=== bw_digit_downsampler ===
Fig. 1: bw_digit_downsampler, signal wires by layer
Two of the layers only.
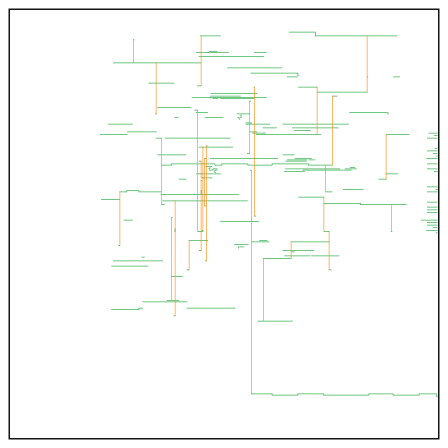

## config.mk

```make
export PLATFORM = sky130hd
export DESIGN_NAME = bw_digit_downsampler
export DESIGN_NICKNAME = d
export VERILOG_FILES = /design/src/rtl/bw_digit_downsampler.sv
export SDC_FILE = /design/constraint.sdc
export NUM_CORES = 1
export LEC_CHECK = 0
export CORE_MARGIN = 2
export CORE_UTILIZATION = 30
export CTS_BUF_LIST = sky130_fd_sc_hd__clkbuf_8
export DETAILED_ROUTE_END_ITERATION = 10
export REMOVE_ABC_BUFFERS = 1
export SLEW_MARGIN = 20
export SYNTH_ARGS = -nofsm -noshare
export SYNTH_HDL_FRONTEND = slang
export SYNTH_SLANG_ARGS = --single-unit
```

## constraint.sdc

```tcl
create_clock -name iCLK -period 5.7 [get_ports iCLK]
set_input_delay 1.71 -clock iCLK [delete_from_list [all_inputs] [get_ports iCLK]]
set_output_delay 1.71 -clock iCLK [all_outputs]
set_load 0.01 [all_outputs]
```

## src/rtl/bw_digit_downsampler.sv

```systemverilog
// Crops a centred ROI from a 1-bit raster stream, thresholds each CELLxCELL cell
// into one bit, and packs the GRIDxGRID bitmap MSB-first into 16-bit words.
module bw_digit_downsampler #(
    parameter int IMG_W  = 320,
    parameter int IMG_H  = 240,
    parameter int ROI_X0 = 48,
    parameter int ROI_Y0 = 8,
    parameter int CELL   = 8,
    parameter int GRID   = 28,
    parameter int THRESH = 32
) (
    input  logic        iCLK,
    input  logic        iRST,
    input  logic        iFRAME_START,
    input  logic        iDATA,
    input  logic        iDVAL,
    output logic [15:0] oDATA,
    output logic [5:0]  oADDR,
    output logic        oWE,
    output logic        oFRAME_DONE,
    output logic        oFRAME_ERR,
    output logic        oBUSY
);

    localparam int ROI_W  = GRID * CELL;
    localparam int NWORDS = GRID * GRID / 16;
    localparam int XW     = $clog2(IMG_W);
    localparam int YW     = $clog2(IMG_H + 1);
    localparam int PW     = (CELL > 1) ? $clog2(CELL) : 1;
    localparam int GW     = $clog2(GRID + 1);
    localparam int CNT_W  = $clog2(CELL * CELL + 1);

    typedef enum logic [1:0] {S_IDLE, S_RUN, S_FLUSH, S_DONE} state_t;

    state_t            state_q, state_d;
    logic [XW-1:0]     x_q, x_d;
    logic [YW-1:0]     y_q, y_d;
    logic [PW-1:0]     px_q, px_d;
    logic [PW-1:0]     py_q, py_d;
    logic [GW-1:0]     cx_q, cx_d;
    logic [GW-1:0]     ry_q, ry_d;
    logic [GRID-1:0]   ser_q, ser_d;
    logic [GW-1:0]     ser_cnt_q, ser_cnt_d;
    logic [14:0]       pack_q, pack_d;
    logic [3:0]        pack_cnt_q, pack_cnt_d;
    logic [5:0]        word_idx_q, word_idx_d;
    logic [15:0]       data_q, data_d;
    logic [5:0]        addr_q, addr_d;
    logic              we_q, we_d;
    logic              done_q, done_d;
    logic              err_q, err_d;
    logic              busy_q, busy_d;

    logic              roi_x;
    logic              roi_y;
    logic              run_pix;
    logic              pix_hit;
    logic              do_snap;
    logic [GRID-1:0]   snap_bits;

    assign roi_x   = (int'(x_q) >= ROI_X0) && (int'(x_q) < ROI_X0 + ROI_W);
    assign roi_y   = (int'(y_q) >= ROI_Y0) && (int'(y_q) < ROI_Y0 + ROI_W);
    assign run_pix = (state_q == S_RUN) && iDVAL && !iFRAME_START && (int'(y_q) < IMG_H);
    assign pix_hit = run_pix && roi_x && roi_y;
    assign do_snap = pix_hit && (int'(py_q) == CELL - 1) && (int'(x_q) == ROI_X0 + ROI_W - 1);

    // One foreground counter per cell column; the snapshot includes the current pixel.
    generate
        for (genvar gi = 0; gi < GRID; gi++) begin : g_cell
            logic [CNT_W-1:0] cnt_q, cnt_d, cnt_inc;

            always_comb begin
                cnt_inc = cnt_q;
                if (pix_hit && iDATA && (cx_q == GW'(gi))) begin
                    cnt_inc = cnt_q + 1'b1;
                end
                cnt_d = (iFRAME_START || do_snap) ? '0 : cnt_inc;
            end

            assign snap_bits[gi] = (int'(cnt_inc) >= THRESH);

            always_ff @(posedge iCLK) begin
                if (iRST) begin
                    cnt_q <= '0;
                end else begin
                    cnt_q <= cnt_d;
                end
            end
        end
    endgenerate

    always_comb begin
        state_d    = state_q;
        x_d        = x_q;
        y_d        = y_q;
        px_d       = px_q;
        py_d       = py_q;
        cx_d       = cx_q;
        ry_d       = ry_q;
        ser_d      = ser_q;
        ser_cnt_d  = ser_cnt_q;
        pack_d     = pack_q;
        pack_cnt_d = pack_cnt_q;
        word_idx_d = word_idx_q;
        data_d     = data_q;
        addr_d     = addr_q;
        we_d       = 1'b0;
        done_d     = 1'b0;
        err_d      = 1'b0;
        busy_d     = 1'b0;

        if (iFRAME_START) begin
            // Acceptance from any state; an active frame is aborted, a finishing one completes.
            state_d    = S_RUN;
            x_d        = '0;
            y_d        = '0;
            px_d       = '0;
            py_d       = '0;
            cx_d       = '0;
            ry_d       = '0;
            ser_d      = '0;
            ser_cnt_d  = '0;
            pack_d     = '0;
            pack_cnt_d = '0;
            word_idx_d = '0;
            err_d      = (state_q == S_RUN) || (state_q == S_FLUSH);
            done_d     = (state_q == S_DONE);
            busy_d     = (state_q != S_DONE);
        end else begin
            case (state_q)
                S_IDLE: begin
                    busy_d = 1'b0;
                end
                S_RUN, S_FLUSH: begin
                    busy_d = 1'b1;
                    if (run_pix) begin
                        if (int'(x_q) == IMG_W - 1) begin
                            x_d  = '0;
                            y_d  = y_q + 1'b1;
                            px_d = '0;
                            cx_d = '0;
                            if (roi_y) begin
                                if (int'(py_q) == CELL - 1) begin
                                    py_d = '0;
                                    ry_d = ry_q + 1'b1;
                                end else begin
                                    py_d = py_q + 1'b1;
                                end
                            end
                        end else begin
                            x_d = x_q + 1'b1;
                            if (roi_x) begin
                                if (int'(px_q) == CELL - 1) begin
                                    px_d = '0;
                                    cx_d = cx_q + 1'b1;
                                end else begin
                                    px_d = px_q + 1'b1;
                                end
                            end
                        end
                    end

                    // Serializer drains one bit per cycle; the 16th bit completes a word.
                    if (ser_cnt_q != '0) begin
                        ser_d     = ser_q >> 1;
                        ser_cnt_d = ser_cnt_q - 1'b1;
                        if (pack_cnt_q == 4'd15) begin
                            we_d       = 1'b1;
                            data_d     = {pack_q, ser_q[0]};
                            addr_d     = word_idx_q;
                            word_idx_d = word_idx_q + 1'b1;
                            pack_d     = '0;
                            pack_cnt_d = '0;
                            if (int'(word_idx_q) == NWORDS - 1) begin
                                state_d = S_DONE;
                            end
                        end else begin
                            pack_d     = {pack_q[13:0], ser_q[0]};
                            pack_cnt_d = pack_cnt_q + 1'b1;
                        end
                    end

                    if (do_snap) begin
                        ser_d     = snap_bits;
                        ser_cnt_d = GW'(GRID);
                        if (int'(ry_q) == GRID - 1) begin
                            state_d = S_FLUSH;
                        end
                    end
                end
                S_DONE: begin
                    done_d  = 1'b1;
                    busy_d  = 1'b0;
                    state_d = S_IDLE;
                end
                default: begin
                    state_d = S_IDLE;
                end
            endcase
        end
    end

    always_ff @(posedge iCLK) begin
        if (iRST) begin
            state_q    <= S_IDLE;
            x_q        <= '0;
            y_q        <= '0;
            px_q       <= '0;
            py_q       <= '0;
            cx_q       <= '0;
            ry_q       <= '0;
            ser_q      <= '0;
            ser_cnt_q  <= '0;
            pack_q     <= '0;
            pack_cnt_q <= '0;
            word_idx_q <= '0;
            data_q     <= '0;
            addr_q     <= '0;
            we_q       <= 1'b0;
            done_q     <= 1'b0;
            err_q      <= 1'b0;
            busy_q     <= 1'b0;
        end else begin
            state_q    <= state_d;
            x_q        <= x_d;
            y_q        <= y_d;
            px_q       <= px_d;
            py_q       <= py_d;
            cx_q       <= cx_d;
            ry_q       <= ry_d;
            ser_q      <= ser_d;
            ser_cnt_q  <= ser_cnt_d;
            pack_q     <= pack_d;
            pack_cnt_q <= pack_cnt_d;
            word_idx_q <= word_idx_d;
            data_q     <= data_d;
            addr_q     <= addr_d;
            we_q       <= we_d;
            done_q     <= done_d;
            err_q      <= err_d;
            busy_q     <= busy_d;
        end
    end

    assign oDATA       = data_q;
    assign oADDR       = addr_q;
    assign oWE         = we_q;
    assign oFRAME_DONE = done_q;
    assign oFRAME_ERR  = err_q;
    assign oBUSY       = busy_q;

endmodule

```

=== ladder_swap_ctrl ===
`src/rtl/ladder_pkg.sv`:
```
// Shared types and constants for the Montgomery-ladder swap controller.
package ladder_pkg;

  localparam int WID_DEF = 256;

  // Per-bit swap decision, replicated across the mask width by the controller.
  localparam logic SWAP_BIT = 1'b1;
  localparam logic PASS_BIT = 1'b0;

  localparam logic [WID_DEF-1:0] MASK_ALL  = '1;
  localparam logic [WID_DEF-1:0] MASK_NONE = '0;

  typedef enum logic [2:0] {
    IDLE,
    SWAP,
    WSWAP,
    STEP,
    WSTEP,
    FINAL,
    WFINAL,
    DONE
  } state_t;

endpackage

```
`src/rtl/ladder_swap_ctrl.sv`:
```
// Constant-time Montgomery-ladder initiator: one cswap + one ladder step per scalar bit, MSB first.
// Optional watchdog with err output is enabled by defining LADDER_TMO_EN.
module ladder_swap_ctrl
  import ladder_pkg::*;
#(
  parameter int WID  = WID_DEF,
  parameter int IDXW = 8
`ifdef LADDER_TMO_EN
  , parameter int TMO_CYC = 1024
`endif
) (
  input  logic            clk,
  input  logic            rst,
  input  logic            start,
  input  logic [WID-1:0]  scalar,
  output logic            cs_en,
  output logic [WID-1:0]  cs_swap,
  input  logic            cs_vld,
  output logic            step_en,
  input  logic            step_done,
  output logic [IDXW-1:0] bit_idx,
  output logic            busy,
  output logic            done
`ifdef LADDER_TMO_EN
  , output logic          err
`endif
);

  state_t         state;
  logic [WID-1:0] k_reg;
  logic           prev_reg;
  logic           k_bit;
  logic           k_bit_lo;

  assign k_bit    = k_reg[bit_idx];
  // Next lower scalar bit; only consumed when bit_idx is non-zero.
  assign k_bit_lo = k_reg[bit_idx - IDXW'(1)];

`ifdef LADDER_TMO_EN
  localparam int TW = $clog2(TMO_CYC + 1);
  logic [TW-1:0] tmo_cnt;
  logic          waiting;
  logic          resp;
  logic          tmo_hit;

  assign waiting = (state == WSWAP) || (state == WSTEP) || (state == WFINAL);
  assign resp    = (state == WSTEP) ? step_done : cs_vld;
  assign tmo_hit = waiting && !resp && (tmo_cnt == TW'(TMO_CYC - 1));
`endif

  always_ff @(posedge clk or negedge rst) begin
    if (!rst) begin
      state    <= IDLE;
      k_reg    <= '0;
      prev_reg <= PASS_BIT;
      bit_idx  <= '0;
      cs_en    <= 1'b0;
      cs_swap  <= '0;
      step_en  <= 1'b0;
      busy     <= 1'b0;
      done     <= 1'b0;
`ifdef LADDER_TMO_EN
      tmo_cnt  <= '0;
      err      <= 1'b0;
`endif
    end else begin
      cs_en   <= 1'b0;
      step_en <= 1'b0;
      done    <= 1'b0;
      case (state)
        IDLE: begin
          if (start) begin
            k_reg    <= scalar;
            bit_idx  <= IDXW'(WID - 1);
            prev_reg <= PASS_BIT;
            busy     <= 1'b1;
            cs_en    <= 1'b1;
            cs_swap  <= {WID{scalar[WID-1] ^ PASS_BIT}};
            state    <= SWAP;
`ifdef LADDER_TMO_EN
            err      <= 1'b0;
`endif
          end
        end
        SWAP:  state <= WSWAP;
        WSWAP: begin
          if (cs_vld) begin
            step_en <= 1'b1;
            state   <= STEP;
          end
        end
        STEP:  state <= WSTEP;
        WSTEP: begin
          if (step_done) begin
            prev_reg <= k_bit;
            cs_en    <= 1'b1;
            if (bit_idx == '0) begin
              cs_swap <= {WID{k_bit}};
              state   <= FINAL;
            end else begin
              // Mask for the next bit depends on the bit just finished (the new prev).
              bit_idx <= bit_idx - IDXW'(1);
              cs_swap <= {WID{k_bit_lo ^ k_bit}};
              state   <= SWAP;
            end
          end
        end
        FINAL: state <= WFINAL;
        WFINAL: begin
          if (cs_vld) begin
            done  <= 1'b1;
            busy  <= 1'b0;
            state <= DONE;
          end
        end
        DONE: begin
          cs_swap <= '0;
          state   <= IDLE;
        end
        default: state <= IDLE;
      endcase
`ifdef LADDER_TMO_EN
      // Every wait state is entered from a non-wait state, so clearing outside waits covers entry.
      tmo_cnt <= (waiting && !resp) ? tmo_cnt + TW'(1) : '0;
      if (tmo_hit) begin
        err     <= 1'b1;
        busy    <= 1'b0;
        cs_en   <= 1'b0;
        step_en <= 1'b0;
        cs_swap <= '0;
        tmo_cnt <= '0;
        state   <= IDLE;
      end
`endif
    end
  end

endmodule

```
`config.mk`:
```
export PLATFORM = sky130hd
export DESIGN_NAME = ladder_swap_ctrl
export DESIGN_NICKNAME = d
export VERILOG_FILES = /design/src/rtl/ladder_pkg.sv /design/src/rtl/ladder_swap_ctrl.sv
export SDC_FILE = /design/constraint.sdc
export NUM_CORES = 1
export LEC_CHECK = 0
export CORE_ASPECT_RATIO = 1.75
export CORE_MARGIN = 5
export CORE_UTILIZATION = 41
export CTS_CLUSTER_SIZE = 10
export DETAILED_ROUTE_END_ITERATION = 10
export HOLD_SLACK_MARGIN = 0.02
export PLACE_DENSITY_LB_ADDON = 0.3
export SLEW_MARGIN = 30
export SYNTH_ARGS = -nofsm -noshare
export SYNTH_HDL_FRONTEND = slang
export SYNTH_SLANG_ARGS = --single-unit
export TNS_END_PERCENT = 30
```
`constraint.sdc`:
```
create_clock -name clk -period 8 [get_ports clk]
set_input_delay 2 -clock clk [delete_from_list [all_inputs] [get_ports clk]]
set_output_delay 2 -clock clk [all_outputs]
set_load 0.05 [all_outputs]
```
=== msrv32_iadder_arbiter ===
## src/rtl/msrv32_pkg.sv

```systemverilog
// Shared definitions for the RV32 address-generation path: access-size
// encodings, requester indices and the alignment rule.
package msrv32_pkg;

  typedef enum logic [1:0] {
    SZ_BYTE = 2'b00,
    SZ_HALF = 2'b01,
    SZ_WORD = 2'b10,
    SZ_NONE = 2'b11
  } size_e;

  // rq0 is the branch/jump unit, rq1 the load/store unit.
  typedef enum logic {
    RQ_BRU = 1'b0,
    RQ_LSU = 1'b1
  } rq_id_e;

  // Only the two address LSBs matter; byte and "no access" never fault.
  function automatic logic addr_misaligned(input size_e size, input logic [1:0] addr_lsb);
    logic mis;
    mis = 1'b0;
    case (size)
      SZ_HALF: mis = addr_lsb[0];
      SZ_WORD: mis = (addr_lsb != 2'b00);
      default: mis = 1'b0;
    endcase
    return mis;
  endfunction

endpackage

```

## src/rtl/msrv32_immediate_adder.sv

```systemverilog
// Address adder: base (pc or rs1) plus immediate, wrapping modulo 2^XLEN.
module msrv32_immediate_adder #(
  parameter int XLEN = 32
) (
  input  logic [XLEN-1:0] pc_i,
  input  logic [XLEN-1:0] rs1_i,
  input  logic [XLEN-1:0] imm_i,
  input  logic            src_i,
  output logic [XLEN-1:0] sum_o
);

  // Carry out of the top bit is deliberately dropped.
  assign sum_o = (src_i ? rs1_i : pc_i) + imm_i;

endmodule

```

## src/rtl/msrv32_iadder_arbiter.sv

```systemverilog
// Two-requester round-robin arbiter in front of a single shared address
// adder, with a one-deep registered output stage and valid/ready handshake.
module msrv32_iadder_arbiter
  import msrv32_pkg::*;
#(
  parameter int              XLEN     = 32,
  parameter logic [XLEN-1:0] RST_ADDR = '0
) (
  input  logic            ms_riscv32_mp_clk_in,
  input  logic            ms_riscv32_mp_rst_in,

  input  logic            rq0_valid_in,
  output logic            rq0_ready_out,
  input  logic [XLEN-1:0] rq0_pc_in,
  input  logic [XLEN-1:0] rq0_rs1_in,
  input  logic [XLEN-1:0] rq0_imm_in,
  input  logic            rq0_src_in,
  input  logic [1:0]      rq0_size_in,

  input  logic            rq1_valid_in,
  output logic            rq1_ready_out,
  input  logic [XLEN-1:0] rq1_pc_in,
  input  logic [XLEN-1:0] rq1_rs1_in,
  input  logic [XLEN-1:0] rq1_imm_in,
  input  logic            rq1_src_in,
  input  logic [1:0]      rq1_size_in,

  output logic            out_valid_out,
  input  logic            out_ready_in,
  output logic [XLEN-1:0] out_addr_out,
  output logic            out_id_out,
  output logic            out_misaligned_out
);

  logic            out_valid_q, out_valid_d;
  logic [XLEN-1:0] out_addr_q,  out_addr_d;
  rq_id_e          out_id_q,    out_id_d;
  logic            out_mis_q,   out_mis_d;
  rq_id_e          last_gnt_q,  last_gnt_d;

  rq_id_e          gnt;
  logic            stage_free;
  logic            accept;
  logic [XLEN-1:0] sel_pc, sel_rs1, sel_imm, sum;
  logic            sel_src;
  logic [1:0]      sel_size;

  // A lone requester wins outright; on a tie the one not served last wins.
  always_comb begin
    gnt = RQ_BRU;
    if (rq0_valid_in && rq1_valid_in) begin
      gnt = (last_gnt_q == RQ_BRU) ? RQ_LSU : RQ_BRU;
    end else if (rq1_valid_in) begin
      gnt = RQ_LSU;
    end
  end

  assign stage_free = !out_valid_q || out_ready_in;
  // NOTE: reset gates the accept path combinationally so no ready leaks out
  // while reset is held, even between clock edges.
  assign accept = stage_free && (rq0_valid_in || rq1_valid_in) && !ms_riscv32_mp_rst_in;

  assign rq0_ready_out = accept && (gnt == RQ_BRU);
  assign rq1_ready_out = accept && (gnt == RQ_LSU);

  always_comb begin
    if (gnt == RQ_LSU) begin
      sel_pc   = rq1_pc_in;
      sel_rs1  = rq1_rs1_in;
      sel_imm  = rq1_imm_in;
      sel_src  = rq1_src_in;
      sel_size = rq1_size_in;
    end else begin
      sel_pc   = rq0_pc_in;
      sel_rs1  = rq0_rs1_in;
      sel_imm  = rq0_imm_in;
      sel_src  = rq0_src_in;
      sel_size = rq0_size_in;
    end
  end

  msrv32_immediate_adder #(
    .XLEN (XLEN)
  ) u_iadder (
    .pc_i  (sel_pc),
    .rs1_i (sel_rs1),
    .imm_i (sel_imm),
    .src_i (sel_src),
    .sum_o (sum)
  );

  // NOTE: every next-state signal gets its hold value first, so no path
  // through this block can infer a latch.
  always_comb begin
    out_valid_d = out_valid_q;
    out_addr_d  = out_addr_q;
    out_id_d    = out_id_q;
    out_mis_d   = out_mis_q;
    last_gnt_d  = last_gnt_q;
    if (accept) begin
      out_valid_d = 1'b1;
      out_addr_d  = sum;
      out_id_d    = gnt;
      out_mis_d   = addr_misaligned(size_e'(sel_size), sum[1:0]);
      last_gnt_d  = gnt;
    end else if (out_ready_in) begin
      out_valid_d = 1'b0;
    end
  end

  // NOTE: state registers use non-blocking assignments so all of them update
  // from the same pre-edge values.
  always_ff @(posedge ms_riscv32_mp_clk_in or posedge ms_riscv32_mp_rst_in) begin
    if (ms_riscv32_mp_rst_in) begin
      out_valid_q <= 1'b0;
      out_addr_q  <= RST_ADDR;
      out_id_q    <= RQ_BRU;
      out_mis_q   <= 1'b0;
      last_gnt_q  <= RQ_LSU;
    end else begin
      out_valid_q <= out_valid_d;
      out_addr_q  <= out_addr_d;
      out_id_q    <= out_id_d;
      out_mis_q   <= out_mis_d;
      last_gnt_q  <= last_gnt_d;
    end
  end

  assign out_valid_out      = out_valid_q;
  assign out_addr_out       = out_addr_q;
  assign out_id_out         = out_id_q;
  assign out_misaligned_out = out_mis_q;

endmodule

```

## config.mk

```make
export PLATFORM = sky130hd
export DESIGN_NAME = msrv32_iadder_arbiter
export DESIGN_NICKNAME = d
export VERILOG_FILES = /design/src/rtl/msrv32_pkg.sv /design/src/rtl/msrv32_immediate_adder.sv /design/src/rtl/msrv32_iadder_arbiter.sv
export SDC_FILE = /design/constraint.sdc
export NUM_CORES = 1
export LEC_CHECK = 0
export ABC_AREA = 1
export CORE_MARGIN = 8
export CORE_UTILIZATION = 44
export CTS_CLUSTER_DIAMETER = 60
export DETAILED_ROUTE_END_ITERATION = 8
export GPL_ROUTABILITY_DRIVEN = 0
export GPL_TIMING_DRIVEN = 0
export PLACE_DENSITY = 0.82
export SLEW_MARGIN = 20
export SYNTH_ARGS = -nofsm -noshare
export SYNTH_HDL_FRONTEND = slang
export SYNTH_HIERARCHICAL = 1
export SYNTH_SLANG_ARGS = --single-unit
export TNS_END_PERCENT = 1
```

## constraint.sdc

```tcl
create_clock -name ms_riscv32_mp_clk_in -period 3.9 [get_ports ms_riscv32_mp_clk_in]
set_input_delay 0.585 -clock ms_riscv32_mp_clk_in [delete_from_list [all_inputs] [get_ports ms_riscv32_mp_clk_in]]
set_output_delay 0.585 -clock ms_riscv32_mp_clk_in [all_outputs]
set_load 0.01 [all_outputs]
```

=== pc_sequencer ===
$ cat src/rtl/pc_sequencer.sv
// pc_sequencer: multicycle fetch/decode/execute controller and sole writer of
// the program-counter register. Optional return stack is enabled with the
// PC_SEQ_CALL_STACK_EN macro; without it Call/Ret are ignored and StackErr is 0.
//
// state  | meaning
// -------+------------------------------------------------------------
// IDLE   | waiting for Start after reset
// FETCH  | IMemReq high until IMemAck; Ack loads the instruction register
// DECODE | single cycle; Halt here bumps the PC and parks in HALTED
// EXEC   | waits out Stall, then picks Ret/Call/Branch/increment target
// HALTED | parked; Start resumes fetching at the current PC
module pc_sequencer #(
    parameter int              AW        = 5,
    parameter logic [AW-1:0]   RESET_VEC = '0,
    parameter int              RS_DEPTH  = 4
) (
    input  logic          Clk,
    input  logic          Reset,
    input  logic          Start,
    input  logic          IMemAck,
    input  logic          Halt,
    input  logic          Stall,
    input  logic          BranchValid,
    input  logic          BranchTaken,
    input  logic [AW-1:0] BranchTarget,
    input  logic          Call,
    input  logic          Ret,
    output logic [AW-1:0] PCNext,
    output logic          PCWrite,
    output logic [AW-1:0] PCCur,
    output logic          IMemReq,
    output logic          IRWrite,
    output logic [2:0]    State,
    output logic          Halted,
    output logic          StackErr
);

    typedef enum logic [2:0] {
        S_IDLE   = 3'd0,
        S_FETCH  = 3'd1,
        S_DECODE = 3'd2,
        S_EXEC   = 3'd3,
        S_HALTED = 3'd4
    } state_t;

    state_t        state_q, state_d;
    logic [AW-1:0] pc_q, pc_d;
    logic [AW-1:0] pc_next_q, pc_next_d;
    logic          pc_write_q, pc_write_d;
    logic          ir_write_q, ir_write_d;

    logic [AW-1:0] pc_inc;
    logic [AW-1:0] exec_target;
    logic          exec_en;

    assign pc_inc  = pc_q + 1'b1;
    assign exec_en = (state_q == S_EXEC) && !Stall;

`ifdef PC_SEQ_CALL_STACK_EN
    localparam int PW = (RS_DEPTH > 1) ? $clog2(RS_DEPTH) : 1;
    localparam int CW = $clog2(RS_DEPTH + 1);

    // top_q is the next slot to write; when the stack is full that slot holds
    // the oldest entry, so a push naturally overwrites it.
    logic [AW-1:0] stack_q [RS_DEPTH];
    logic [AW-1:0] stack_d [RS_DEPTH];
    logic [PW-1:0] top_q, top_d, top_dec, top_inc;
    logic [CW-1:0] cnt_q, cnt_d;
    logic          err_q, err_d;

    assign top_dec = (top_q == '0) ? PW'(RS_DEPTH - 1) : top_q - 1'b1;
    assign top_inc = (top_q == PW'(RS_DEPTH - 1)) ? '0 : top_q + 1'b1;

    // Next-PC selection and stack push/pop; side effects only on a live EXEC edge.
    always_comb begin
        stack_d     = stack_q;
        top_d       = top_q;
        cnt_d       = cnt_q;
        err_d       = err_q;
        exec_target = pc_inc;
        if (Ret) begin
            if (cnt_q == '0) begin
                if (exec_en) err_d = 1'b1;
            end else begin
                exec_target = stack_q[top_dec];
                if (exec_en) begin
                    top_d = top_dec;
                    cnt_d = cnt_q - 1'b1;
                end
            end
        end else if (Call) begin
            exec_target = BranchTarget;
            if (exec_en) begin
                stack_d[top_q] = pc_inc;
                top_d          = top_inc;
                if (cnt_q == CW'(RS_DEPTH)) err_d = 1'b1;
                else                        cnt_d = cnt_q + 1'b1;
            end
        end else if (BranchValid && BranchTaken) begin
            exec_target = BranchTarget;
        end
    end

    // Return-stack storage; reset empties it and clears the sticky error.
    always_ff @(posedge Clk or posedge Reset) begin
        if (Reset) begin
            stack_q <= '{default: '0};
            top_q   <= '0;
            cnt_q   <= '0;
            err_q   <= 1'b0;
        end else begin
            stack_q <= stack_d;
            top_q   <= top_d;
            cnt_q   <= cnt_d;
            err_q   <= err_d;
        end
    end

    assign StackErr = err_q;
`else
    localparam int unused_rs_depth = RS_DEPTH;
    logic unused_call_ret;
    assign unused_call_ret = Call | Ret;

    // Without the stack, next PC is the taken branch target or the increment.
    always_comb begin
        exec_target = (BranchValid && BranchTaken) ? BranchTarget : pc_inc;
    end

    assign StackErr = 1'b0;
`endif

    // Next-state and registered-output decode; strobes default low each cycle.
    always_comb begin
        state_d    = state_q;
        pc_d       = pc_q;
        pc_next_d  = pc_next_q;
        pc_write_d = 1'b0;
        ir_write_d = 1'b0;
        case (state_q)
            S_IDLE: begin
                if (Start) state_d = S_FETCH;
            end
            S_FETCH: begin
                if (IMemAck) begin
                    ir_write_d = 1'b1;
                    state_d    = S_DECODE;
                end
            end
            S_DECODE: begin
                if (Halt) begin
                    pc_d       = pc_inc;
                    pc_next_d  = pc_inc;
                    pc_write_d = 1'b1;
                    state_d    = S_HALTED;
                end else begin
                    state_d = S_EXEC;
                end
            end
            S_EXEC: begin
                if (!Stall) begin
                    pc_d       = exec_target;
                    pc_next_d  = exec_target;
                    pc_write_d = 1'b1;
                    state_d    = S_FETCH;
                end
            end
            S_HALTED: begin
                if (Start) state_d = S_FETCH;
            end
            default: state_d = S_IDLE;
        endcase
    end

    // State and registered outputs.
    always_ff @(posedge Clk or posedge Reset) begin
        if (Reset) begin
            state_q    <= S_IDLE;
            pc_q       <= RESET_VEC;
            pc_next_q  <= RESET_VEC;
            pc_write_q <= 1'b0;
            ir_write_q <= 1'b0;
        end else begin
            state_q    <= state_d;
            pc_q       <= pc_d;
            pc_next_q  <= pc_next_d;
            pc_write_q <= pc_write_d;
            ir_write_q <= ir_write_d;
        end
    end

    assign PCCur   = pc_q;
    assign PCNext  = pc_next_q;
    assign PCWrite = pc_write_q;
    assign IRWrite = ir_write_q;
    assign State   = state_q;
    assign IMemReq = (state_q == S_FETCH);
    assign Halted  = (state_q == S_HALTED);

endmodule

$ cat config.mk
export PLATFORM = sky130hd
export DESIGN_NAME = pc_sequencer
export DESIGN_NICKNAME = d
export VERILOG_FILES = /design/src/rtl/pc_sequencer.sv
export SDC_FILE = /design/constraint.sdc
export NUM_CORES = 1
export LEC_CHECK = 0
export ABC_AREA = 1
export CORE_MARGIN = 2
export CORE_UTILIZATION = 35
export DETAILED_ROUTE_END_ITERATION = 12
export HOLD_SLACK_MARGIN = 0.05
export PLACE_DENSITY = 0.71
export SYNTH_ARGS = -nofsm -noshare
export SYNTH_HDL_FRONTEND = slang
export SYNTH_SLANG_ARGS = --single-unit
$ cat constraint.sdc
create_clock -name Clk -period 1.47 [get_ports Clk]
set_input_delay 0.3675 -clock Clk [delete_from_list [all_inputs] [get_ports Clk]]
set_output_delay 0.3675 -clock Clk [all_outputs]
set_load 0.01 [all_outputs]
Fig. 2: ladder_swap_ctrl, cell outlines without signal wires
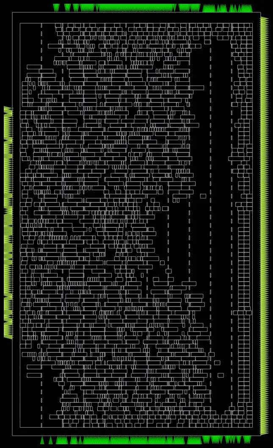
flop share of the area: 0.321
tap cell count: 495
fillcell total: 3,546
number of non-filler instances in the completed layout: 2,414
post-layout util: 0.530

==> impl_summary.log, ladder_swap_ctrl <==
[report] extracting results
INFO  metric dr.first_iter.drc_count = 873
INFO  metric fin_worst_hold_slack = 0.493 ns
INFO  metric critical_path.max_fanout = 121
INFO  metric critical_path.reg2reg.endpoint = cs_swap[254]
INFO  metric hpwlAfterDp = 37.1 mm
INFO  metric timing.setup.tns = 0 ns
INFO  metric effective_utilization_at_floorplan = 0.415
INFO  metric r2r-start = bit_idx[0]
INFO  metric comb_power_share = 0.624
INFO  metric setup.reg_to_reg.worst_slack = 3.75 ns
INFO  metric nonClockInverterCount = 7
INFO  metric synthCells = 1,690
INFO  metric ys_sh_mux = 0.218
INFO  metric die_area = 44,900 um2
INFO  metric timing.final.hold_violations = 0
INFO  metric outcome = finished, final reports clean
INFO  metric crit_path_start = cs_swap[254]
INFO  metric post_dp_cell_area = 20,300 um2
INFO  metric hold_buffers = 0
INFO  metric placement.setup.worst_slack = 3.36 ns
INFO  metric antenna_found_initial = 5
INFO  metric drive_above_1_share = 0.114
INFO  metric max_clock_freq = 197 MHz
INFO  metric numPortBuffers = 528
INFO  metric cts_max_level = 1
INFO  metric pin_count = 529
INFO  metric critical_path.cell_chain = buf_4 -> clkdlybuf4s50_1
INFO  metric power_switching_share = 0.481
INFO  metric route.detailed.wl_per_inst = 21.0 um
INFO  metric dr_total_vias = 12,900
INFO  metric seq_cells = 272
INFO  metric tritoncts_clock_tree = built
INFO  metric drv_cap = 0
INFO  metric rsz0062_at_grt = false
INFO  metric signal_buffers = 547
INFO  metric clkLatencyLatePin = 0.56 ns
INFO  metric period_minus_slack = 5.07 ns
INFO  metric post_synth_net_total = 1,957
INFO  metric sequentialPowerShare = 0.255
INFO  metric synth.top_cells.by_count = sky130_fd_sc_hd__nand2_1, sky130_fd_sc_hd__dfrtp_1, sky130_fd_sc_hd__buf_4
INFO  metric yosys_area = 16,600 um2
INFO  metric cts_made_buffers = 31
ladder_swap_ctrl: metal layers:
layer  routed length, um  vias to the layer above  share of wire  track usage
li1                    -                     5791              -            -
met1               16600                     6320           0.33        0.229
met2               26900                      667           0.53        0.397
met3                3930                      136          0.078       0.0416
met4                3210                        4          0.063        0.130
met5                  26                        -        0.00051            0
ladder_swap_ctrl: tightest hold or removal path, stage by stage (launching register included):
cell,delay [ns]
sky130_fd_sc_hd__dfrtp_1,0.35
sky130_fd_sc_hd__nand2_1,0.05
sky130_fd_sc_hd__nand2_1,0.05
Fig. 3: msrv32_iadder_arbiter, nets reached from selected ports
Scale bar: 50 um.
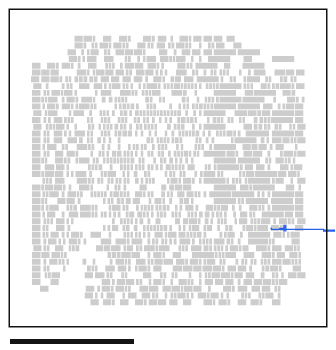
Key: `rq0_src_in` = blue [bits 1, direction input, edge right, end cells 1, buffers 1, wire 24.8 um]
buffers added on ports: 239
IO Count: 240

Fig. 4: msrv32_iadder_arbiter, cell outlines without signal wires
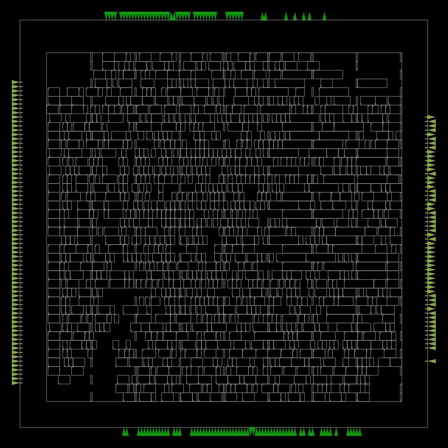
core region area: 12,100 um2
number of non-filler instances in the completed layout: 1,427
fillcell total: 1,127
post-layout util: 0.683

==> impl_summary.log, msrv32_iadder_arbiter <==
[report] extracting results
INFO  metric synth-async-reset-ratio = 1.00
INFO  metric ys_cells = 1,013
INFO  metric worst-endpoint-arrival = 3.85 ns
INFO  metric timing.critical_path.from_type = primary input
INFO  metric routed_length_on_met1 = 8.21 mm
INFO  metric largest_net_degree_at_the_start_of_global_routing = 38
INFO  metric timing.critical_path.buf_inv = 4
INFO  metric outcome = finished, final reports clean
INFO  metric gr-max-usage-layer = met2
INFO  metric synthSimpleGateAreaFrac = 0.515
INFO  metric rsz0062_at_grt = false
INFO  metric max-clock-path-buffers = 2
INFO  metric seqCellArea = 902 um2
INFO  metric xor_area_frac = 0.0258
INFO  metric ys_top_logic_family = simple AND/OR/NAND/NOR gates
INFO  metric seq_area_frac_synth = 0.166
INFO  metric cts_max_level = 2
INFO  metric gr-total-overflow = 0
INFO  metric num-nets-final = 1,496
INFO  metric synthCells = 1,013
INFO  metric seq_cells = 36
INFO  metric worst-slew-pin-transition = 0.745 ns
INFO  metric netlist.area_leader.share = 0.428
INFO  metric fin_crit_sh = 0.946
INFO  metric layout.area.comb = 3910 um2
INFO  metric drive_above_1_share = 0.0794
INFO  metric cellInternalPower = 1.71 mW
INFO  metric yosys_area = 5440 um2
INFO  metric period_minus_slack = 3.69 ns
INFO  metric nonClockInverterCount = 121
INFO  metric use_met3 = 0.0458
INFO  metric adder_cell_share_of_the_synthesized_area = 0.0796
INFO  metric p_clk_frac = 0.135
INFO  metric sh_comb_area = 0.475
INFO  metric net-switching-power = 1.30 mW
INFO  metric drtAntennaViolNets = 0
INFO  metric synth-edff-count = 0
INFO  metric post-place-cells = 1,420
INFO  metric signal_buffers = 271
INFO  metric slowest_delay = 0.49 ns
INFO  metric comb_power_share = 0.665
INFO  metric vdd.ir_drop.worst = 0.000203 V
INFO  metric crit_path_start = rq0_valid_in
-- msrv32_iadder_arbiter: path summary, 6_finish.rpt --
kind                                 endpoint  slack, ns  depth (start not counted)
setup / recovery             out_addr_out[28]       0.21                         23
hold / removal                out_addr_out[1]       0.48                          2
setup reg to reg             out_addr_out[28]       0.51                         22
hold reg to reg               out_addr_out[1]       0.48                          2
max in group asynchronous     out_addr_out[5]       2.57                          2
min in group asynchronous  out_misaligned_out       0.86                          2
-- msrv32_iadder_arbiter: what timing repair did --
item                       in CTS  in global routing
setup endpoints to repair      12                 15
pin swaps                       0                  2
gates resized                   8                 10
buffers inserted                0                  1
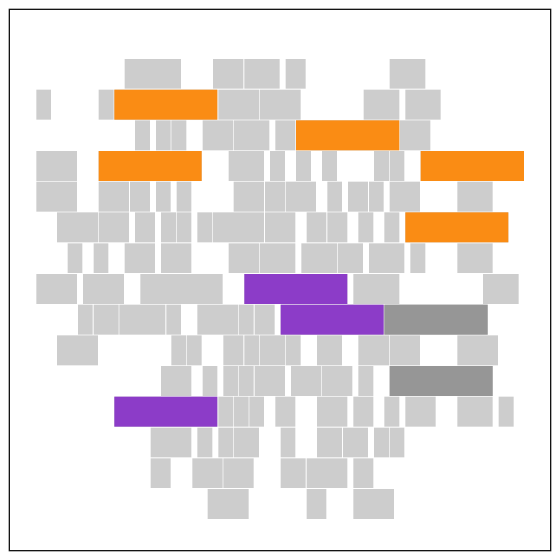
Fig. 5. Where the registers sit (pc_sequencer).
Key: `State` = purple [sequential cells 3]; `PCNext` = orange [sequential cells 5]
flop share of the area: 0.237
post-layout util: 0.599
Sequential Area: 250 um2
Seq power: 0.451 mW

==> impl_summary.log, pc_sequencer <==
[report] extracting results
INFO  metric outcome = finished, final reports clean
INFO  metric ys_sh_mux = 0
INFO  metric via_count_of_the_first_global_routing_pass = 646
INFO  metric seq_area_frac_synth = 0.372
INFO  metric synthMostInstantiatedCell = sky130_fd_sc_hd__nand2_1
INFO  metric fin_worst_hold_slack = 0.382 ns
INFO  metric fp.dieW = 47.8 um
INFO  metric gr-max-usage-layer = met2
INFO  metric max_clock_freq = 686 MHz
INFO  metric dr_total_vias = 740
INFO  metric largest_register_ff_count = 5
INFO  metric cts_max_level = 1
INFO  metric synth-async-reset-ratio = 1.00
INFO  metric post-place-cells = 147
INFO  metric post_synth_net_total = 106
INFO  metric yosys_area = 672 um2
INFO  metric critPathCapture = Halted
INFO  metric post_cts.repair.setup_buffers = 4
INFO  metric timing.final.ws_setup = 0.0115 ns
INFO  metric netlist.area_leader.share = 0.372
INFO  metric leakage_power_summed_over_all_cells = 0.591 nW
INFO  metric met1_usage = 0.233
pc_sequencer: where the power goes:
| part | switching (mW) | total, mW | internal, mW |
|---|---|---|---|
| registers | 0.0652 | 0.451 | 0.386 |
| logic | 0.672 | 1.28 | 0.604 |
| clock network | 0.105 | 0.255 | 0.151 |
pc_sequencer: critical path, cell delays in order, from the launching register on:
cell and delay, ns:
sky130_fd_sc_hd__dfrtp_1 0.39, sky130_fd_sc_hd__buf_6 0.13, sky130_fd_sc_hd__inv_4 0.05, sky130_fd_sc_hd__nand2_2 0.04
sky130_fd_sc_hd__nor2_1 0.07, sky130_fd_sc_hd__buf_2 0.13
Fig. 6: bw_digit_downsampler, cell outlines without signal wires
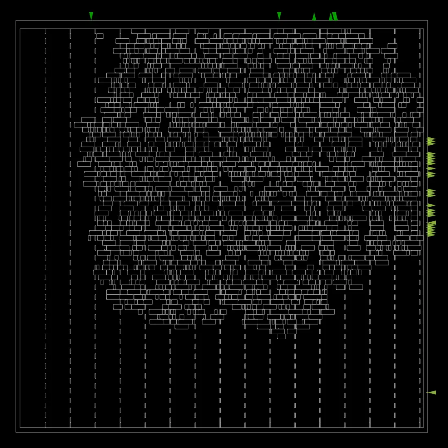
post-layout util: 0.345
tap cell count: 664
flop share of the area: 0.372
core region area: 49,200 um2
FFs & Latches: 315

Fig. 7: bw_digit_downsampler, metal 2
Scale bar: 50 um.
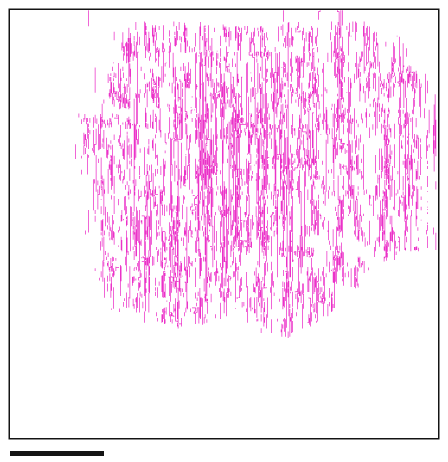
1,467 nets have wire on it. The layer holds 45% of the routed length. The wires run mostly vertical.
overall routed net length: 35.3 mm
via count: 12,000
GR met2 Demand/Resource: 0.224

## Picture notes: Fig. 1
Key: M4 = orange [wire length 933 um]; M3 = green [wire length 1,720 um]
global routing usage summed across all routing layers: 0.138
routed wire length per instance: 14.3 um

==> impl_summary.log, bw_digit_downsampler <==
[report] extracting results
INFO  metric crit_path_start = iFRAME_START
INFO  metric warnings = 36
INFO  metric synthSimpleGateAreaFrac = 0.291
INFO  metric power_switching_share = 0.224
INFO  metric seqCellArea = 6310 um2
INFO  metric sequentialPowerShare = 0.525
INFO  metric ys.flops = 315
INFO  metric hold_sp = oDATA[7]
INFO  metric net-switching-power = 0.941 mW
INFO  metric ys_cells = 1,747
INFO  metric yosysWarningCount = 0
INFO  metric outcome = finished, final reports clean
INFO  metric detailroute.wirelength.met3 = 1.72 mm
INFO  metric cts.sinks = 315
INFO  metric sh_comb_area = 0.485
INFO  metric most_flop_heavy_register = g_cell.cnt_q
INFO  metric critPathCapture = ser_q[21]
INFO  metric gr-total-overflow = 0
INFO  metric num-nets-final = 1,819
INFO  metric hpwlAfterDp = 24.1 mm
INFO  metric rsz0062_at_grt = false
INFO  metric nClkBuffers = 67
INFO  metric xor_area_frac = 0.126
INFO  metric timing.clock.skew = 0.0320 ns
INFO  metric clkLatencyLatePin = 0.60 ns
INFO  metric ys_sh_mux = 0.0240
INFO  metric die-height = 228 um
INFO  metric antenna_found_initial = 1
INFO  metric critical_path.max_fanout = 11
INFO  metric syn2layout_area_growth = 12.9%
INFO  metric use_met3 = 0.0237
INFO  metric cts_max_level = 2
INFO  metric hold_path_end = oDATA[7]
INFO  metric timing.critical_path.buf_inv = 2
INFO  metric yosys_area = 15,000 um2
INFO  metric synth.top_cells.by_count = sky130_fd_sc_hd__dfxtp_1, sky130_fd_sc_hd__nor2_1, sky130_fd_sc_hd__nand2_1
INFO  metric post_synth_instance_area = 15,000 um2
INFO  metric vdd.ir_drop.worst = 0.000136 V
INFO  metric fp.dieW = 228 um
INFO  metric worst_r2r_path_depth = 8
INFO  metric largest_net_degree_at_the_start_of_global_routing = 98
INFO  metric post-place-cells = 2,373
INFO  metric cp_max_stage_cell = sky130_fd_sc_hd__or3_1
-- bw_digit_downsampler: power by group through the flow --
stage | Clock (mW) | Sequential (mW) | Combinational (mW)
2_1_floorplan | 0 | 2.25 | 0.0302
3_3_place_gp | 0 | 2.25 | 0.0657
3_5_place_dp | 0 | 2.25 | 0.0664
4_1_cts | 1.99 | 2.20 | 0.0664
5_1_grt | 2.09 | 2.20 | 0.0709
6_report | 1.93 | 2.20 | 0.0652

==> gallery <==
Signal wires by layer.
Two of the layers only.
(a)
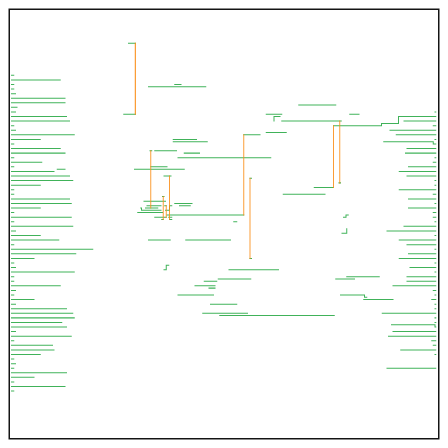
(b)
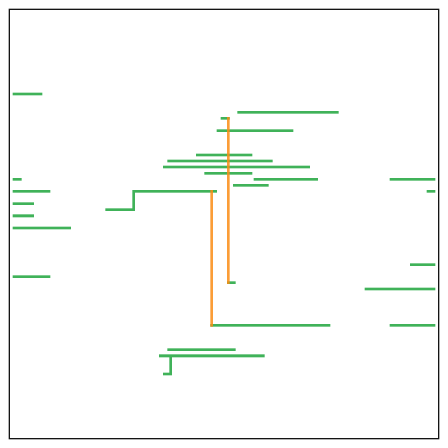
(c)
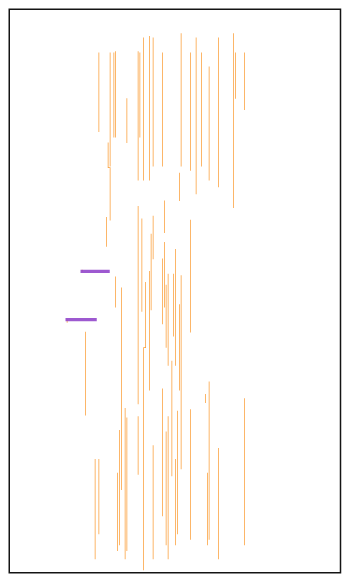
- (b) = pc_sequencer
- (a) = msrv32_iadder_arbiter
- (c) = ladder_swap_ctrl
Of these, most wire: (c)

Key to (a):
Key: M3 = green [wire length 1,350 um]; M4 = orange [wire length 146 um]



## Gallery

Nets reached from selected ports.
picture 1
Scale bar: 50 um.
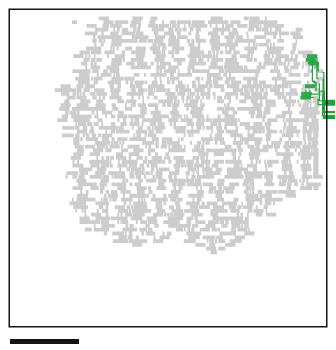
picture 2
Scale bar: 10 um.
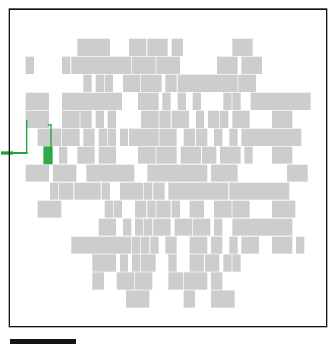
picture 3
Scale bar: 50 um.
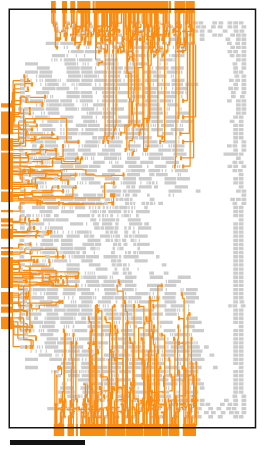
- bw_digit_downsampler = picture 1
- pc_sequencer = picture 2
- ladder_swap_ctrl = picture 3


## Gallery

Metal 2.
Plate I
Scale bar: 10 um.
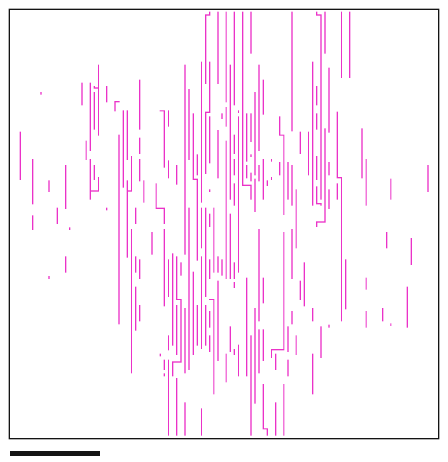
Plate II
Scale bar: 50 um.
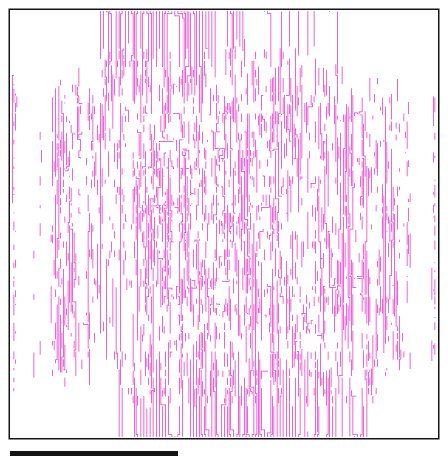
Plate III
Scale bar: 50 um.
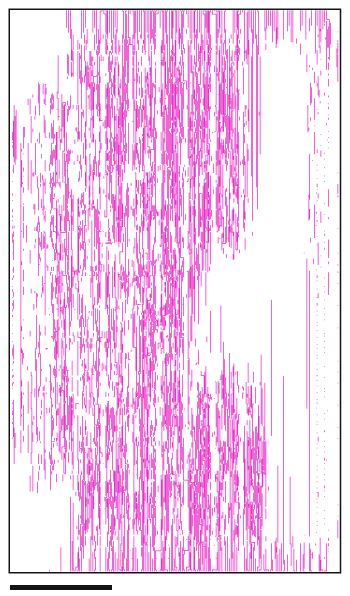
- pc_sequencer = Plate I
- ladder_swap_ctrl = Plate III
- msrv32_iadder_arbiter = Plate II
- smallest die: Plate I
- largest die: Plate III

Key to Plate III:
1,898 nets have wire on it. The longest straight run is 139 um. The layer holds 53% of the routed length.

Power and IR drop assume default switching activity.
